# cme_ip_tx_frame_reader_v3_flat

Figure 1. M3 wires (cme_ip_tx_frame_reader_v3_flat).
Bar = 50 um.
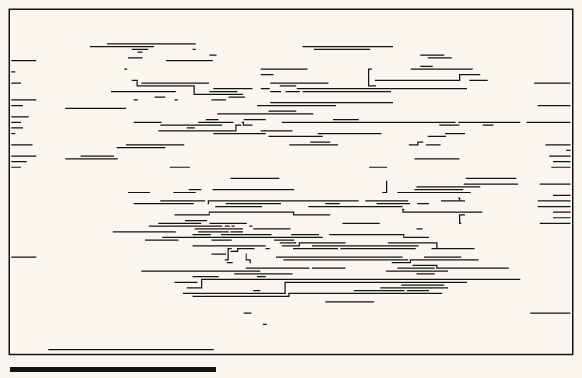

===== src/rtl/cme_ip_eth_mac_v3_pkg.sv =====
// Shared constants, FSM state type and helpers for the Ethernet MAC v3 TX
// frame reader (read side of the 2 x 384 x 32 ping-pong TX DPRAM).
package cme_ip_eth_mac_v3_pkg;

    localparam int BANK_WORDS = 384;
    localparam int MAX_LEN    = 4 * BANK_WORDS;
    localparam int LEN_W      = 11;
    localparam int AW         = 9;

    typedef enum logic [2:0] {
        IDLE,
        START,
        FILL,
        SEND,
        RELEASE
    } state_t;

    // Number of 32-bit words holding a frame of len bytes (partial last word rounds up).
    function automatic logic [LEN_W-1:0] words_for(input logic [LEN_W-1:0] len);
        return (len + LEN_W'(3)) >> 2;
    endfunction

endpackage


===== src/rtl/cme_ip_tx_frame_reader_v3_if.sv =====
// Byte stream from the frame reader toward the MAC TX engine (valid/ready).
interface cme_ip_tx_frame_reader_v3_if;

    logic [7:0] tx_data_o;
    logic       tx_valid_o;
    logic       tx_sop_o;
    logic       tx_eop_o;
    logic       tx_err_o;
    logic       tx_ready_i;

    modport master (
        output tx_data_o, tx_valid_o, tx_sop_o, tx_eop_o, tx_err_o,
        input  tx_ready_i
    );

    modport slave (
        input  tx_data_o, tx_valid_o, tx_sop_o, tx_eop_o, tx_err_o,
        output tx_ready_i
    );

endinterface


===== src/rtl/cme_ip_tx_word_prefetch_v3.sv =====
// Two-deep word holding stage: the word being serialised (cur) plus one
// prefetched word (pf), and the byte-lane mux that picks the outgoing byte.
module cme_ip_tx_word_prefetch_v3
    import cme_ip_eth_mac_v3_pkg::*;
(
    input  logic        clkr,
    input  logic        rst,
    input  logic        clr_i,
    input  logic        load_i,
    input  logic [31:0] qr_i,
    input  logic        adv_i,
    input  logic [1:0]  lane_i,
    output logic        cur_vld_o,
    output logic        pf_vld_o,
    output logic [7:0]  byte_o
);

    logic [31:0] cur_q, cur_d, pf_q, pf_d;
    logic        cur_vld_q, cur_vld_d, pf_vld_q, pf_vld_d;

    // Shift pf into cur when cur is used up, then land returning RAM data in the first free slot.
    always_comb begin
        cur_d     = cur_q;
        cur_vld_d = cur_vld_q;
        pf_d      = pf_q;
        pf_vld_d  = pf_vld_q;
        if (adv_i) begin
            cur_d     = pf_q;
            cur_vld_d = pf_vld_q;
            pf_vld_d  = 1'b0;
        end
        if (load_i) begin
            if (!cur_vld_d) begin
                cur_d     = qr_i;
                cur_vld_d = 1'b1;
            end else begin
                pf_d     = qr_i;
                pf_vld_d = 1'b1;
            end
        end
        if (clr_i) begin
            cur_vld_d = 1'b0;
            pf_vld_d  = 1'b0;
        end
    end

    // Occupancy flags are the only state that needs a defined reset value.
    always_ff @(posedge clkr or posedge rst) begin
        if (rst) begin
            cur_vld_q <= 1'b0;
            pf_vld_q  <= 1'b0;
        end else begin
            cur_vld_q <= cur_vld_d;
            pf_vld_q  <= pf_vld_d;
        end
    end

    // Word data registers; contents are meaningless while the matching flag is clear.
    always_ff @(posedge clkr) begin
        cur_q <= cur_d;
        pf_q  <= pf_d;
    end

    // LSB-byte-first lane selection.
    always_comb begin
        case (lane_i)
            2'd0:    byte_o = cur_q[7:0];
            2'd1:    byte_o = cur_q[15:8];
            2'd2:    byte_o = cur_q[23:16];
            default: byte_o = cur_q[31:24];
        endcase
    end

    assign cur_vld_o = cur_vld_q;
    assign pf_vld_o  = pf_vld_q;

endmodule


===== src/rtl/cme_ip_tx_frame_reader_v3.sv =====
// TX frame reader: waits for a ready DPRAM bank, reads its words with one
// word of prefetch, streams the bytes to the MAC and releases the bank.
module cme_ip_tx_frame_reader_v3
    import cme_ip_eth_mac_v3_pkg::*;
(
    input  logic                       clkr,
    input  logic                       rst,
    input  logic [1:0]                 buf_ready_i,
    input  logic [LEN_W-1:0]           buf_len0_i,
    input  logic [LEN_W-1:0]           buf_len1_i,
    input  logic                       abort_i,
    output logic [AW-1:0]              ar,
    output logic                       cer,
    output logic                       rd_ram_sel,
    output logic                       mti_rdy_o,
    input  logic [31:0]                qr,
    cme_ip_tx_frame_reader_v3_if.master tx,
    output logic [1:0]                 buf_done_o,
    output logic                       len_err_o
);

    state_t           state_q, state_d;
    logic             sel_q, sel_d;
    logic [1:0]       armed_q, armed_d;
    logic [LEN_W-1:0] len_q, len_d;
    logic [LEN_W-1:0] byte_cnt_q, byte_cnt_d;
    logic [LEN_W-1:0] rd_addr_q, rd_addr_d;
    logic             rd_pend_q;
    logic             abort_q, abort_d;

    logic [LEN_W-1:0] len_in, nwords;
    logic             cer_c, valid_c, sop_c, eop_c, err_now, adv, clr;
    logic [1:0]       done_c;
    logic             len_err_c;
    logic             cur_vld, pf_vld;
    logic [7:0]       lane_byte;

    assign len_in = sel_q ? buf_len1_i : buf_len0_i;
    assign nwords = words_for(len_q);

    // Next-state and output decode; a bank is only served after its ready has been seen low (edge-armed).
    always_comb begin
        state_d    = state_q;
        sel_d      = sel_q;
        armed_d    = armed_q | ~buf_ready_i;
        len_d      = len_q;
        byte_cnt_d = byte_cnt_q;
        rd_addr_d  = rd_addr_q;
        abort_d    = 1'b0;
        cer_c      = 1'b0;
        valid_c    = 1'b0;
        sop_c      = 1'b0;
        eop_c      = 1'b0;
        err_now    = 1'b0;
        adv        = 1'b0;
        clr        = 1'b0;
        done_c     = 2'b00;
        len_err_c  = 1'b0;
        case (state_q)
            IDLE: begin
                rd_addr_d  = '0;
                byte_cnt_d = '0;
                if (buf_ready_i[sel_q] && armed_q[sel_q]) begin
                    armed_d[sel_q] = 1'b0;
                    state_d        = START;
                end
            end
            START: begin
                clr     = 1'b1;
                abort_d = abort_i;
                len_d   = len_in;
                if (len_in == '0 || len_in > LEN_W'(MAX_LEN)) begin
                    len_err_c = 1'b1;
                    state_d   = RELEASE;
                end else begin
                    cer_c   = 1'b1;
                    state_d = FILL;
                end
            end
            FILL: begin
                abort_d = abort_q | abort_i;
                cer_c   = (nwords > LEN_W'(1));
                state_d = SEND;
            end
            SEND: begin
                err_now = abort_q | abort_i;
                abort_d = err_now;
                valid_c = cur_vld;
                sop_c   = cur_vld && (byte_cnt_q == '0);
                eop_c   = cur_vld && ((byte_cnt_q == len_q - LEN_W'(1)) || err_now);
                cer_c   = !pf_vld && !rd_pend_q && (rd_addr_q < nwords) && !err_now;
                if (cur_vld && tx.tx_ready_i) begin
                    byte_cnt_d = byte_cnt_q + LEN_W'(1);
                    adv        = (byte_cnt_q[1:0] == 2'd3);
                    if (eop_c) begin
                        state_d = RELEASE;
                    end
                end
            end
            RELEASE: begin
                clr           = 1'b1;
                done_c[sel_q] = 1'b1;
                sel_d         = ~sel_q;
                state_d       = IDLE;
            end
            default: state_d = IDLE;
        endcase
        if (cer_c) begin
            rd_addr_d = rd_addr_q + LEN_W'(1);
        end
    end

    // Control state; reset abandons any frame in progress without releasing its bank.
    always_ff @(posedge clkr or posedge rst) begin
        if (rst) begin
            state_q    <= IDLE;
            sel_q      <= 1'b0;
            armed_q    <= 2'b00;
            len_q      <= '0;
            byte_cnt_q <= '0;
            rd_addr_q  <= '0;
            rd_pend_q  <= 1'b0;
            abort_q    <= 1'b0;
        end else begin
            state_q    <= state_d;
            sel_q      <= sel_d;
            armed_q    <= armed_d;
            len_q      <= len_d;
            byte_cnt_q <= byte_cnt_d;
            rd_addr_q  <= rd_addr_d;
            rd_pend_q  <= cer_c;
            abort_q    <= abort_d;
        end
    end

    cme_ip_tx_word_prefetch_v3 u_prefetch (
        .clkr      (clkr),
        .rst       (rst),
        .clr_i     (clr),
        .load_i    (rd_pend_q),
        .qr_i      (qr),
        .adv_i     (adv),
        .lane_i    (byte_cnt_q[1:0]),
        .cur_vld_o (cur_vld),
        .pf_vld_o  (pf_vld),
        .byte_o    (lane_byte)
    );

    assign cer           = cer_c;
    assign mti_rdy_o     = cer_c;
    assign ar            = cer_c ? rd_addr_q[AW-1:0] : '0;
    assign rd_ram_sel    = sel_q;
    assign buf_done_o    = done_c;
    assign len_err_o     = len_err_c;
    assign tx.tx_valid_o = valid_c;
    assign tx.tx_data_o  = valid_c ? lane_byte : 8'h00;
    assign tx.tx_sop_o   = sop_c;
    assign tx.tx_eop_o   = eop_c;
    assign tx.tx_err_o   = valid_c && err_now;

endmodule


===== src/flat_wrapper.sv =====
// flat-port wrapper written by rule: the top's interface ports become plain ports
module cme_ip_tx_frame_reader_v3_flat import cme_ip_eth_mac_v3_pkg::*;
  (clkr, rst, buf_ready_i, buf_len0_i, buf_len1_i, abort_i, ar, cer, rd_ram_sel, mti_rdy_o, qr, buf_done_o, len_err_o, tx_tx_data_o, tx_tx_valid_o, tx_tx_sop_o, tx_tx_eop_o, tx_tx_err_o, tx_tx_ready_i);
  cme_ip_tx_frame_reader_v3_if tx_i ();
  input  logic clkr;
  input  logic rst;
  input  logic [1:0] buf_ready_i;
  input  logic [LEN_W-1:0] buf_len0_i;
  input  logic [LEN_W-1:0] buf_len1_i;
  input  logic abort_i;
  output logic [AW-1:0] ar;
  output logic cer;
  output logic rd_ram_sel;
  output logic mti_rdy_o;
  input  logic [31:0] qr;
  output logic [1:0] buf_done_o;
  output logic len_err_o;
  output wire logic [$bits(tx_i.tx_data_o)-1:0] tx_tx_data_o;
  output wire logic [$bits(tx_i.tx_valid_o)-1:0] tx_tx_valid_o;
  output wire logic [$bits(tx_i.tx_sop_o)-1:0] tx_tx_sop_o;
  output wire logic [$bits(tx_i.tx_eop_o)-1:0] tx_tx_eop_o;
  output wire logic [$bits(tx_i.tx_err_o)-1:0] tx_tx_err_o;
  input wire logic [$bits(tx_i.tx_ready_i)-1:0] tx_tx_ready_i;
  assign tx_tx_data_o = tx_i.tx_data_o;
  assign tx_tx_valid_o = tx_i.tx_valid_o;
  assign tx_tx_sop_o = tx_i.tx_sop_o;
  assign tx_tx_eop_o = tx_i.tx_eop_o;
  assign tx_tx_err_o = tx_i.tx_err_o;
  assign tx_i.tx_ready_i = tx_tx_ready_i;
  cme_ip_tx_frame_reader_v3 u_core (.clkr(clkr), .rst(rst), .buf_ready_i(buf_ready_i), .buf_len0_i(buf_len0_i), .buf_len1_i(buf_len1_i), .abort_i(abort_i), .ar(ar), .cer(cer), .rd_ram_sel(rd_ram_sel), .mti_rdy_o(mti_rdy_o), .qr(qr), .tx(tx_i), .buf_done_o(buf_done_o), .len_err_o(len_err_o));
endmodule

===== config.mk =====
export PLATFORM = sky130hd
export DESIGN_NAME = cme_ip_tx_frame_reader_v3_flat
export DESIGN_NICKNAME = d
export VERILOG_FILES = /design/src/rtl/cme_ip_eth_mac_v3_pkg.sv /design/src/rtl/cme_ip_tx_frame_reader_v3_if.sv /design/src/rtl/cme_ip_tx_word_prefetch_v3.sv /design/src/rtl/cme_ip_tx_frame_reader_v3.sv /design/src/flat_wrapper.sv
export SDC_FILE = /design/constraint.sdc
export NUM_CORES = 1
export LEC_CHECK = 0
export ABC_AREA = 1
export CORE_ASPECT_RATIO = 0.6
export CORE_MARGIN = 2
export CORE_UTILIZATION = 55
export DETAILED_ROUTE_END_ITERATION = 6
export GPL_TIMING_DRIVEN = 0
export PLACE_DENSITY = 0.89
export RECOVER_POWER = 25
export SLEW_MARGIN = 5
export SYNTH_ARGS = -nofsm -noshare
export SYNTH_HDL_FRONTEND = slang
export SYNTH_SLANG_ARGS = --single-unit

===== constraint.sdc =====
create_clock -name clkr -period 3.85 [get_ports clkr]
set_clock_uncertainty 0.1 [all_clocks]
set_input_delay 0.5775 -clock clkr [delete_from_list [all_inputs] [get_ports clkr]]
set_output_delay 0.5775 -clock clkr [all_outputs]
set_load 0.03 [all_outputs]

# present_sbox_layer_serial

**config.mk**
```make
export PLATFORM = sky130hd
export DESIGN_NAME = present_sbox_layer_serial
export DESIGN_NICKNAME = d
export VERILOG_FILES = /design/src/rtl/present_sbox_layer_serial.sv
export SDC_FILE = /design/constraint.sdc
export NUM_CORES = 1
export LEC_CHECK = 0
export CORE_UTILIZATION = 49
export CTS_CLUSTER_SIZE = 30
export DETAILED_ROUTE_END_ITERATION = 7
export GPL_ROUTABILITY_DRIVEN = 0
export PLACE_DENSITY_LB_ADDON = 0.3
export SYNTH_ARGS = -nofsm -noshare
export SYNTH_HDL_FRONTEND = slang
export SYNTH_SLANG_ARGS = --single-unit
```
**constraint.sdc**
```tcl
create_clock -name clk_i -period 4.27 [get_ports clk_i]
set_clock_uncertainty 0.05 [all_clocks]
set_input_delay 0.854 -clock clk_i [delete_from_list [all_inputs] [get_ports clk_i]]
set_output_delay 0.854 -clock clk_i [all_outputs]
set_load 0.01 [all_outputs]
```
**src/rtl/present_sbox_layer_serial.sv**
```systemverilog
// -----------------------------------------------------------------------------
// present_sbox_layer_serial
//
// Sequential PRESENT substitution layer. A STATE_W-bit cipher state is loaded,
// then LANES nibbles per cycle are passed through the PRESENT S-box (or its
// inverse), lowest nibbles first. After ITER = STATE_W/(4*LANES) cycles the
// complete result is presented with a valid/ready handshake.
//
// Ports:
//   clk_i        rising-edge clock
//   rst_ni       asynchronous active-low reset
//   data_i       state to substitute (sampled on acceptance)
//   mode_i       0 = forward S-box, 1 = inverse S-box (sampled on acceptance)
//   in_valid_i   data_i/mode_i valid
//   in_ready_o   block idle and able to accept a new state
//   data_o       substituted state, meaningful while out_valid_o = 1
//   out_valid_o  data_o holds a complete result
//   out_ready_i  downstream accepts data_o
//   busy_o       substitution in progress
// -----------------------------------------------------------------------------
module present_sbox_layer_serial #(
   parameter int STATE_W = 64,
   parameter int LANES   = 4
) (
   input  logic               clk_i,
   input  logic               rst_ni,
   input  logic [STATE_W-1:0] data_i,
   input  logic               mode_i,
   input  logic               in_valid_i,
   output logic               in_ready_o,
   output logic [STATE_W-1:0] data_o,
   output logic               out_valid_o,
   input  logic               out_ready_i,
   output logic               busy_o
);

   localparam int GRP_W = 4 * LANES;
   localparam int ITER  = STATE_W / GRP_W;
   localparam int CNT_W = (ITER > 1) ? $clog2(ITER) : 1;
   localparam logic [CNT_W-1:0] CNT_LAST = CNT_W'(ITER - 1);

   if (LANES < 1 || (STATE_W % GRP_W) != 0) begin : g_param_check
      $error("present_sbox_layer_serial: STATE_W must be a multiple of 4*LANES");
   end

   typedef enum logic [1:0] {
      S_IDLE,
      S_BUSY,
      S_DONE
   } state_e;

   function automatic logic [3:0] sbox(input logic [3:0] nib, input logic inv);
      logic [3:0] r;
      if (!inv) begin
         case (nib)
            4'h0: r = 4'hC;  4'h1: r = 4'h5;  4'h2: r = 4'h6;  4'h3: r = 4'hB;
            4'h4: r = 4'h9;  4'h5: r = 4'h0;  4'h6: r = 4'hA;  4'h7: r = 4'hD;
            4'h8: r = 4'h3;  4'h9: r = 4'hE;  4'hA: r = 4'hF;  4'hB: r = 4'h8;
            4'hC: r = 4'h4;  4'hD: r = 4'h7;  4'hE: r = 4'h1;  default: r = 4'h2;
         endcase
      end else begin
         case (nib)
            4'h0: r = 4'h5;  4'h1: r = 4'hE;  4'h2: r = 4'hF;  4'h3: r = 4'h8;
            4'h4: r = 4'hC;  4'h5: r = 4'h1;  4'h6: r = 4'h2;  4'h7: r = 4'hD;
            4'h8: r = 4'hB;  4'h9: r = 4'h4;  4'hA: r = 4'h6;  4'hB: r = 4'h3;
            4'hC: r = 4'h0;  4'hD: r = 4'h7;  4'hE: r = 4'h9;  default: r = 4'hA;
         endcase
      end
      return r;
   endfunction

   state_e             state_q, state_d;
   logic [CNT_W-1:0]   cnt_q;
   logic               mode_q;
   logic [STATE_W-1:0] data_q;
   logic [STATE_W-1:0] data_sub;
   logic [GRP_W-1:0]   grp_in;
   logic [GRP_W-1:0]   grp_out;
   logic               load;
   logic               step;

   // Next-state and control decode.
   // NOTE: every signal written here gets a default first, so no path through
   // the case leaves one unassigned and no latch is inferred.
   always_comb begin
      state_d = state_q;
      load    = 1'b0;
      step    = 1'b0;
      case (state_q)
         S_IDLE: begin
            if (in_valid_i) begin
               load    = 1'b1;
               state_d = S_BUSY;
            end
         end
         S_BUSY: begin
            step = 1'b1;
            if (cnt_q == CNT_LAST) state_d = S_DONE;
         end
         S_DONE: begin
            if (out_ready_i) state_d = S_IDLE;
         end
         default: state_d = S_IDLE;
      endcase
   end

   // Select the nibble group addressed by the counter; only LANES S-boxes exist.
   always_comb begin
      grp_in = '0;
      for (int g = 0; g < ITER; g++) begin
         if (cnt_q == CNT_W'(g)) grp_in = data_q[g*GRP_W +: GRP_W];
      end
   end

   always_comb begin
      grp_out = '0;
      for (int l = 0; l < LANES; l++) begin
         grp_out[l*4 +: 4] = sbox(grp_in[l*4 +: 4], mode_q);
      end
   end

   // Write the substituted group back in place; all other nibbles pass through.
   always_comb begin
      data_sub = data_q;
      for (int g = 0; g < ITER; g++) begin
         if (cnt_q == CNT_W'(g)) data_sub[g*GRP_W +: GRP_W] = grp_out;
      end
   end

   // NOTE: sequential state uses non-blocking assignments so every register
   // samples the pre-edge values of the others, independent of block order.
   always_ff @(posedge clk_i or negedge rst_ni) begin
      if (!rst_ni) begin
         state_q <= S_IDLE;
         cnt_q   <= '0;
         mode_q  <= 1'b0;
         // NOTE: the data register is reset because it drives data_o directly
         // and data_o must read zero out of reset; a pure pipeline register
         // would normally be left unreset.
         data_q  <= '0;
      end else begin
         state_q <= state_d;
         if (load) begin
            data_q <= data_i;
            mode_q <= mode_i;
            cnt_q  <= '0;
         end else if (step) begin
            data_q <= data_sub;
            cnt_q  <= cnt_q + CNT_W'(1);
         end
      end
   end

   // All outputs come straight from registers or the state decode.
   assign in_ready_o  = (state_q == S_IDLE);
   assign busy_o      = (state_q == S_BUSY);
   assign out_valid_o = (state_q == S_DONE);
   assign data_o      = data_q;

endmodule

```

==> layout pictures side by side <==
Placement view.
image #1
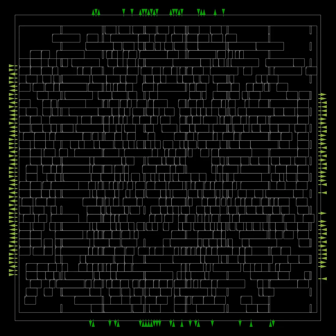
image #2
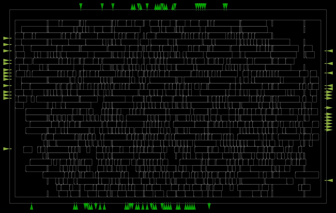
For present_sbox_layer_serial, see image #1.
For cme_ip_tx_frame_reader_v3_flat, see image #2.
The one with the most cells is image #2.
The one with the most sequential cells is image #2.

Figure 2. Sizing map (cme_ip_tx_frame_reader_v3_flat).
Bar = 50 um.
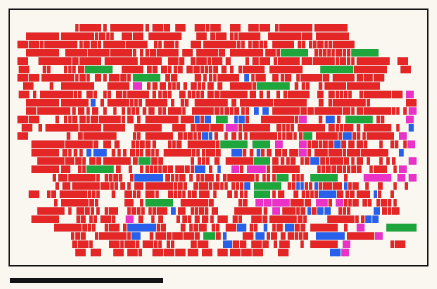
[green] _6 and larger | cells: 21 | share: 2.4% | most used: clkbuf_16
[magenta] _3 and _4 cells | cells: 29 | share: 3.4% | most used: buf_4
[blue] _2 cells | cells: 47 | share: 5.5% | most used: inv_2
[red] _0 and _1 cells | cells: 761 | share: 89% | most used: nand2_1

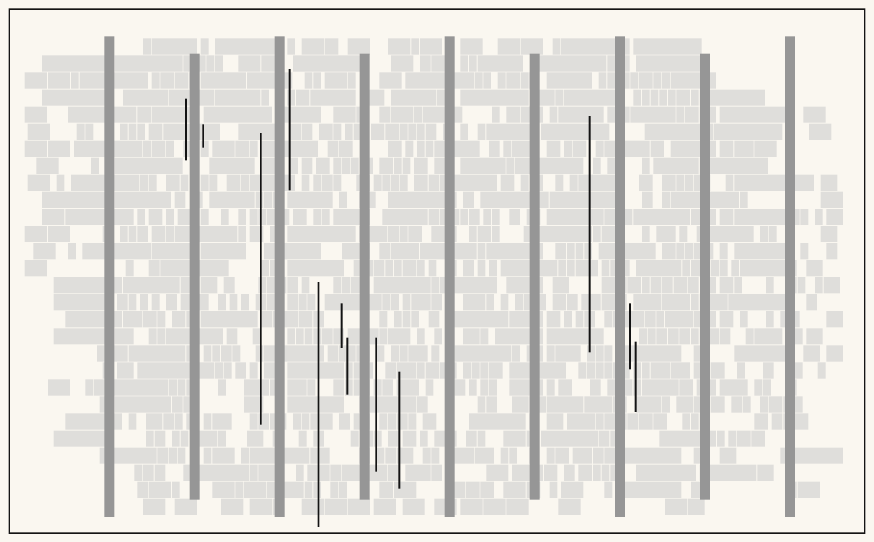
Figure 3: cme_ip_tx_frame_reader_v3_flat, met4 routing.
Supply wires on this layer in gray. Cells faint in the background.
wire length on this layer: 231 um
longest straight run: 46.2 um
share of all routed wire: 1.3%

Notes on Figure 1 above:
main direction: horizontal
wire length on this layer: 2040 um

==> flow_summary.toml, cme_ip_tx_frame_reader_v3_flat <==
# synthesis and place-and-route metrics
[synth]
yosysUniqueCellTypes = 37
yosysTopAreaCell = "dfrtp_1"
synthTopLogicFamily = "simple AND/OR/NAND/NOR gates"
fp_nets = 820

[global_route]
grt_pass1_vias = 5416
busiest_layer = "met1"
grt_usage = 0.309

[final_timing]
min_period_ps = 3830
worstMarginPinSlew_ps = 1010

[clocking]
cts-root-buf = "clkbuf_16"
cts_tree = "built"

[placed_design]
dp_slack_ps = -296

[critical_path]
cpLargestDelayFamily = "simple AND/OR/NAND/NOR gates"
worst_ep_arrival_time_ps = 3150
cp-startpoint = "u_core.len_q[8]$_DFFE_PP0N_"
worstPathCellList = "inv_1, nor3_2, nand3_1, nand2_1, nand2_1, ha_1, nand3_1, inv_1, a21oi_1, nand2_1, nor2_1, nand3_2, nand3_4, buf_8, buf_4, buf_2"

[floorplan]
rows = 28

[outcome]
status = "complete, no violations"
-- cme_ip_tx_frame_reader_v3_flat: layout make-up --
class,instances,share of cell area
plain buffers,32,0.0265
clock buffers,9,0.0308
clock inverters,7,0.0151
inverters,69,0.0355
multi-input cells,538,0.373
flip-flops and latches,107,0.367
well taps,135,0.0231
repair buffers,96,0.129
-- cme_ip_tx_frame_reader_v3_flat: kinds of logic after synthesis --
logic type	count (synthesis)
and+or+nand+nor	398
buffers and inverters	101
adders and majority gates	14
xor gates and xnor gates	18
AOI/OAI and AO/OA	108
DFF	107
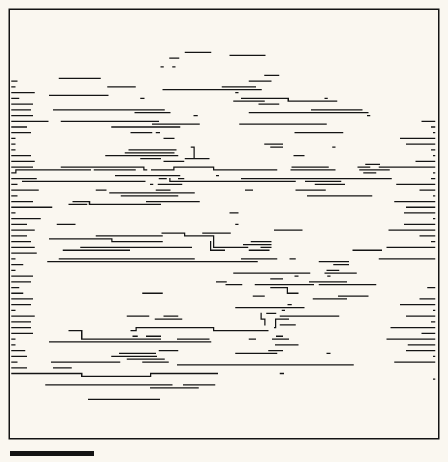
Figure 4: present_sbox_layer_serial, M3 wires.
Bar = 20 um.
share of all routed wire: 11%
wire length on this layer: 1840 um

==> flow_summary.toml, present_sbox_layer_serial <==
# synthesis and place-and-route metrics
[cells_and_area]
synthToLayoutAreaGrowth_pct = 33.6
finish.utilization = 0.689
sh_seq_area = 0.266
dominant_cells = "combinational gates"

[critical_path]
start_kind = "register"
worstPathCellList = "ha_1, nand2b_1, buf_4, o22ai_1, a21oi_1, ha_1, and3_1, a2111oi_1, nor2_1, a21o_1"
cpLargestDelayFamily = "AND-OR/OR-AND gates"

[synth]
synthAoiAreaFrac = 0.350
adder_share = 0.0825
ys_cells = 560

[final_timing]
slew_headroom = 0.409
final_max_slew_viol_count = 0
fmax_mhz = 254

[clocking]
cts-root-buf = "clkbuf_8"
clk_pin_slew_ps = 80
cts-hold-fix-buffers = 0
cts_tree = "built"

[outcome]
status = "complete, no violations"

[floorplan]
initCoreUtil = 0.516
nWellTaps = 129

[routing]
first_pass_iters = 6
wl_per_cell_um = 21.0

[global_route]
grtUsageMet2 = 0.537
[present_sbox_layer_serial: registers in the layout (all words and copies together), names as in the netlist]
| signal | cells |
|---|---|
| data_o | 64 |
| state_q | 2 |
| cnt_q | 2 |
| mode_q | 1 |
[present_sbox_layer_serial: metrics by stage]
stage | area [um^2] | setup slack, ps | hold WS [ps]
after floorplan | 4850 | 1260 | 465
after global placement | 6300 | 808 | 478
after detailed placement | 6300 | 507 | 488
after CTS | 6490 | 470 | 509
after global routing | 6490 | 107 | 529
final | 6490 | 330 | 507

# dmem_arbiter

Figure 5. Signal wires by layer (dmem_arbiter).
Bar = 20 um.
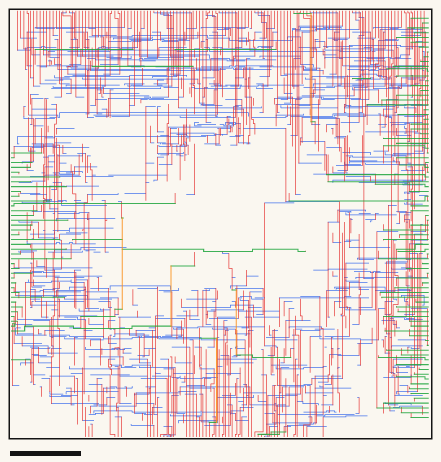
Figure 6. Sizing map (dmem_arbiter).
Bar = 20 um.
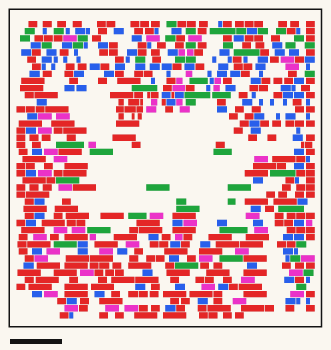
$ cat src/rtl/dmem_arbiter.sv
// ============================================================================
// Module   : dmem_arbiter
// Purpose  : Two-port (core / DMA) arbiter for a single-port data memory with
//            fixed core priority and a starvation counter for the DMA port.
// Revision : 1.0 - initial release
// ============================================================================
`default_nettype none

module dmem_arbiter #(
    parameter int ADDR_W   = 32,
    parameter int DATA_W   = 32,
    parameter int MAX_WAIT = 4
) (
    input  logic              clk,
    input  logic              rst_n,
    // core load/store port
    input  logic              c_req,
    input  logic              c_we,
    input  logic [ADDR_W-1:0] c_addr,
    input  logic [DATA_W-1:0] c_wdata,
    output logic              c_gnt,
    output logic              c_rvalid,
    output logic [DATA_W-1:0] c_rdata,
    // DMA / debug port
    input  logic              d_req,
    input  logic              d_we,
    input  logic [ADDR_W-1:0] d_addr,
    input  logic [DATA_W-1:0] d_wdata,
    output logic              d_gnt,
    output logic              d_rvalid,
    output logic [DATA_W-1:0] d_rdata,
    // memory side
    output logic              mem_we,
    output logic [ADDR_W-1:0] mem_addr,
    output logic [DATA_W-1:0] mem_wd,
    input  logic [DATA_W-1:0] mem_rd
);

    localparam int                WAIT_W     = $clog2(MAX_WAIT + 1);
    localparam logic [WAIT_W-1:0] C_MAX_WAIT = WAIT_W'(MAX_WAIT);

    typedef enum logic [0:0] {
        ST_C_PRI = 1'b0,
        ST_D_PRI = 1'b1
    } state_t;

    state_t              r_state;
    logic [WAIT_W-1:0]   r_wait_cnt;
    logic                r_c_rvalid;
    logic                r_d_rvalid;
    logic [DATA_W-1:0]   r_c_rdata;
    logic [DATA_W-1:0]   r_d_rdata;

    logic                w_c_gnt;
    logic                w_d_gnt;
    logic [WAIT_W-1:0]   w_wait_nxt;

    // D only loses a tie while the FSM holds core priority
    always_comb begin
        w_c_gnt = c_req & (~d_req | (r_state == ST_C_PRI));
        w_d_gnt = d_req & ~w_c_gnt;
    end

    always_comb begin
        w_wait_nxt = '0;
        if (d_req && !w_d_gnt) begin
            w_wait_nxt = (r_wait_cnt == C_MAX_WAIT) ? C_MAX_WAIT
                                                    : r_wait_cnt + 1'b1;
        end
    end

    assign c_gnt    = w_c_gnt;
    assign d_gnt    = w_d_gnt;
    assign mem_we   = (w_c_gnt & c_we) | (w_d_gnt & d_we);
    assign mem_addr = w_d_gnt ? d_addr  : c_addr;
    assign mem_wd   = w_d_gnt ? d_wdata : c_wdata;

    // Switching on the incremented count lets D win on the very next cycle
    // once it has lost MAX_WAIT times in a row.
    always_ff @(posedge clk or negedge rst_n) begin
        if (!rst_n) begin
            r_state    <= ST_C_PRI;
            r_wait_cnt <= '0;
        end else begin
            r_wait_cnt <= w_wait_nxt;
            case (r_state)
                ST_C_PRI: if (w_wait_nxt == C_MAX_WAIT) r_state <= ST_D_PRI;
                ST_D_PRI: if (w_d_gnt || !d_req)        r_state <= ST_C_PRI;
                default:                                r_state <= ST_C_PRI;
            endcase
        end
    end

    always_ff @(posedge clk or negedge rst_n) begin
        if (!rst_n) begin
            r_c_rvalid <= 1'b0;
            r_d_rvalid <= 1'b0;
            r_c_rdata  <= '0;
            r_d_rdata  <= '0;
        end else begin
            r_c_rvalid <= w_c_gnt & ~c_we;
            r_d_rvalid <= w_d_gnt & ~d_we;
            if (w_c_gnt && !c_we) r_c_rdata <= mem_rd;
            if (w_d_gnt && !d_we) r_d_rdata <= mem_rd;
        end
    end

    assign c_rvalid = r_c_rvalid;
    assign c_rdata  = r_c_rdata;
    assign d_rvalid = r_d_rvalid;
    assign d_rdata  = r_d_rdata;

endmodule

`default_nettype wire

$ cat config.mk
export PLATFORM = sky130hd
export DESIGN_NAME = dmem_arbiter
export DESIGN_NICKNAME = d
export VERILOG_FILES = /design/src/rtl/dmem_arbiter.sv
export SDC_FILE = /design/constraint.sdc
export NUM_CORES = 1
export LEC_CHECK = 0
export CAP_MARGIN = 10
export CORE_AREA = 2 2 117 119
export DETAILED_ROUTE_END_ITERATION = 16
export DIE_AREA = 0 0 119 121
export PLACE_DENSITY = 0.7
export SYNTH_ARGS = -nofsm -noshare
export SYNTH_HDL_FRONTEND = slang
export SYNTH_SLANG_ARGS = --single-unit
$ cat constraint.sdc
create_clock -name clk -period 3.19 [get_ports clk]
set_input_delay 0.957 -clock clk [delete_from_list [all_inputs] [get_ports clk]]
set_output_delay 0.957 -clock clk [all_outputs]
set_load 0.02 [all_outputs]
==> flow_summary.toml <==
# synthesis and place-and-route metrics
[outcome]
status = "complete, no violations"

[final_timing]
min_period_ps = 3160
fin_ws_ps = 30.8
worstMarginPinSlew_ps = 712
hold_viol = 0
finalSetupViolations = 0

[synth]
topCellsByArea = "dfrtp_1 48%, mux2_2 30%, mux2_4 12%"
ys_sh_simple = 0.0201
top_cell = "mux2_2"
synthCells = 232
synthTopLogicFamily = "multiplexers"
syn_area_per_cell_um2 = 15.6
top_area_frac = 0.484

[clocking]
cts_buffers = 9

[placed_design]
port_buffers = 298
gp_congestion = 0.698
dpl.hpwl_um = 10200

[cells_and_area]
design_area_um2 = 7180
final_cells = 729

[flow_run]
warnings = 27
cap_violations = 0

[global_route]
grt_usage = 0.179
grt_pass1_vias = 3372

[routing]
wl_met2_um = 7070
wirelength_met1_um = 5170

[power]
power.leakage_nw = 3.11

[critical_path]
worstPathCellList = "clkdlybuf4s15_1, nand2_4, buf_4, buf_6, buf_6, buf_16, mux2_4, buf_6"
## Picture notes: Figure 5
[orange] metal 4 | wire length: 116 um
[green] metal 3 | wire length: 1150 um
[blue] metal 1 | wire length: 5170 um
[red] metal 2 | wire length: 7070 um

## Picture notes: Figure 6
[blue] _2 cells | cells: 134 | share: 24% | most used: mux2_2
[green] _6 and larger | cells: 49 | share: 8.9% | most used: buf_6
[magenta] _3 and _4 cells | cells: 52 | share: 9.4% | most used: mux2_4
[red] _0 and _1 cells | cells: 318 | share: 58% | most used: clkdlybuf4s50_1

[final cells by class]
class	instances	area share
clock buffer	9	0.0314
inverter	4	0.00209
clock inverter	7	0.0146
timing repair buffer	319	0.437
multi-input combinational	144	0.240
tap	176	0.0307
sequential	70	0.244
[power breakdown]
group / switching [mW] / internal (mW) / leakage (nW) / total [mW]
Sequential: 0.0782 / 1.03 / 0.835 / 1.11
Clock: 0.389 / 0.695 / 0.158 / 1.08
Combinational: 0.519 / 0.728 / 2.12 / 1.25
Total: 0.986 / 2.45 / 3.11 / 3.44

Power is estimated from default activity; no workload was simulated.
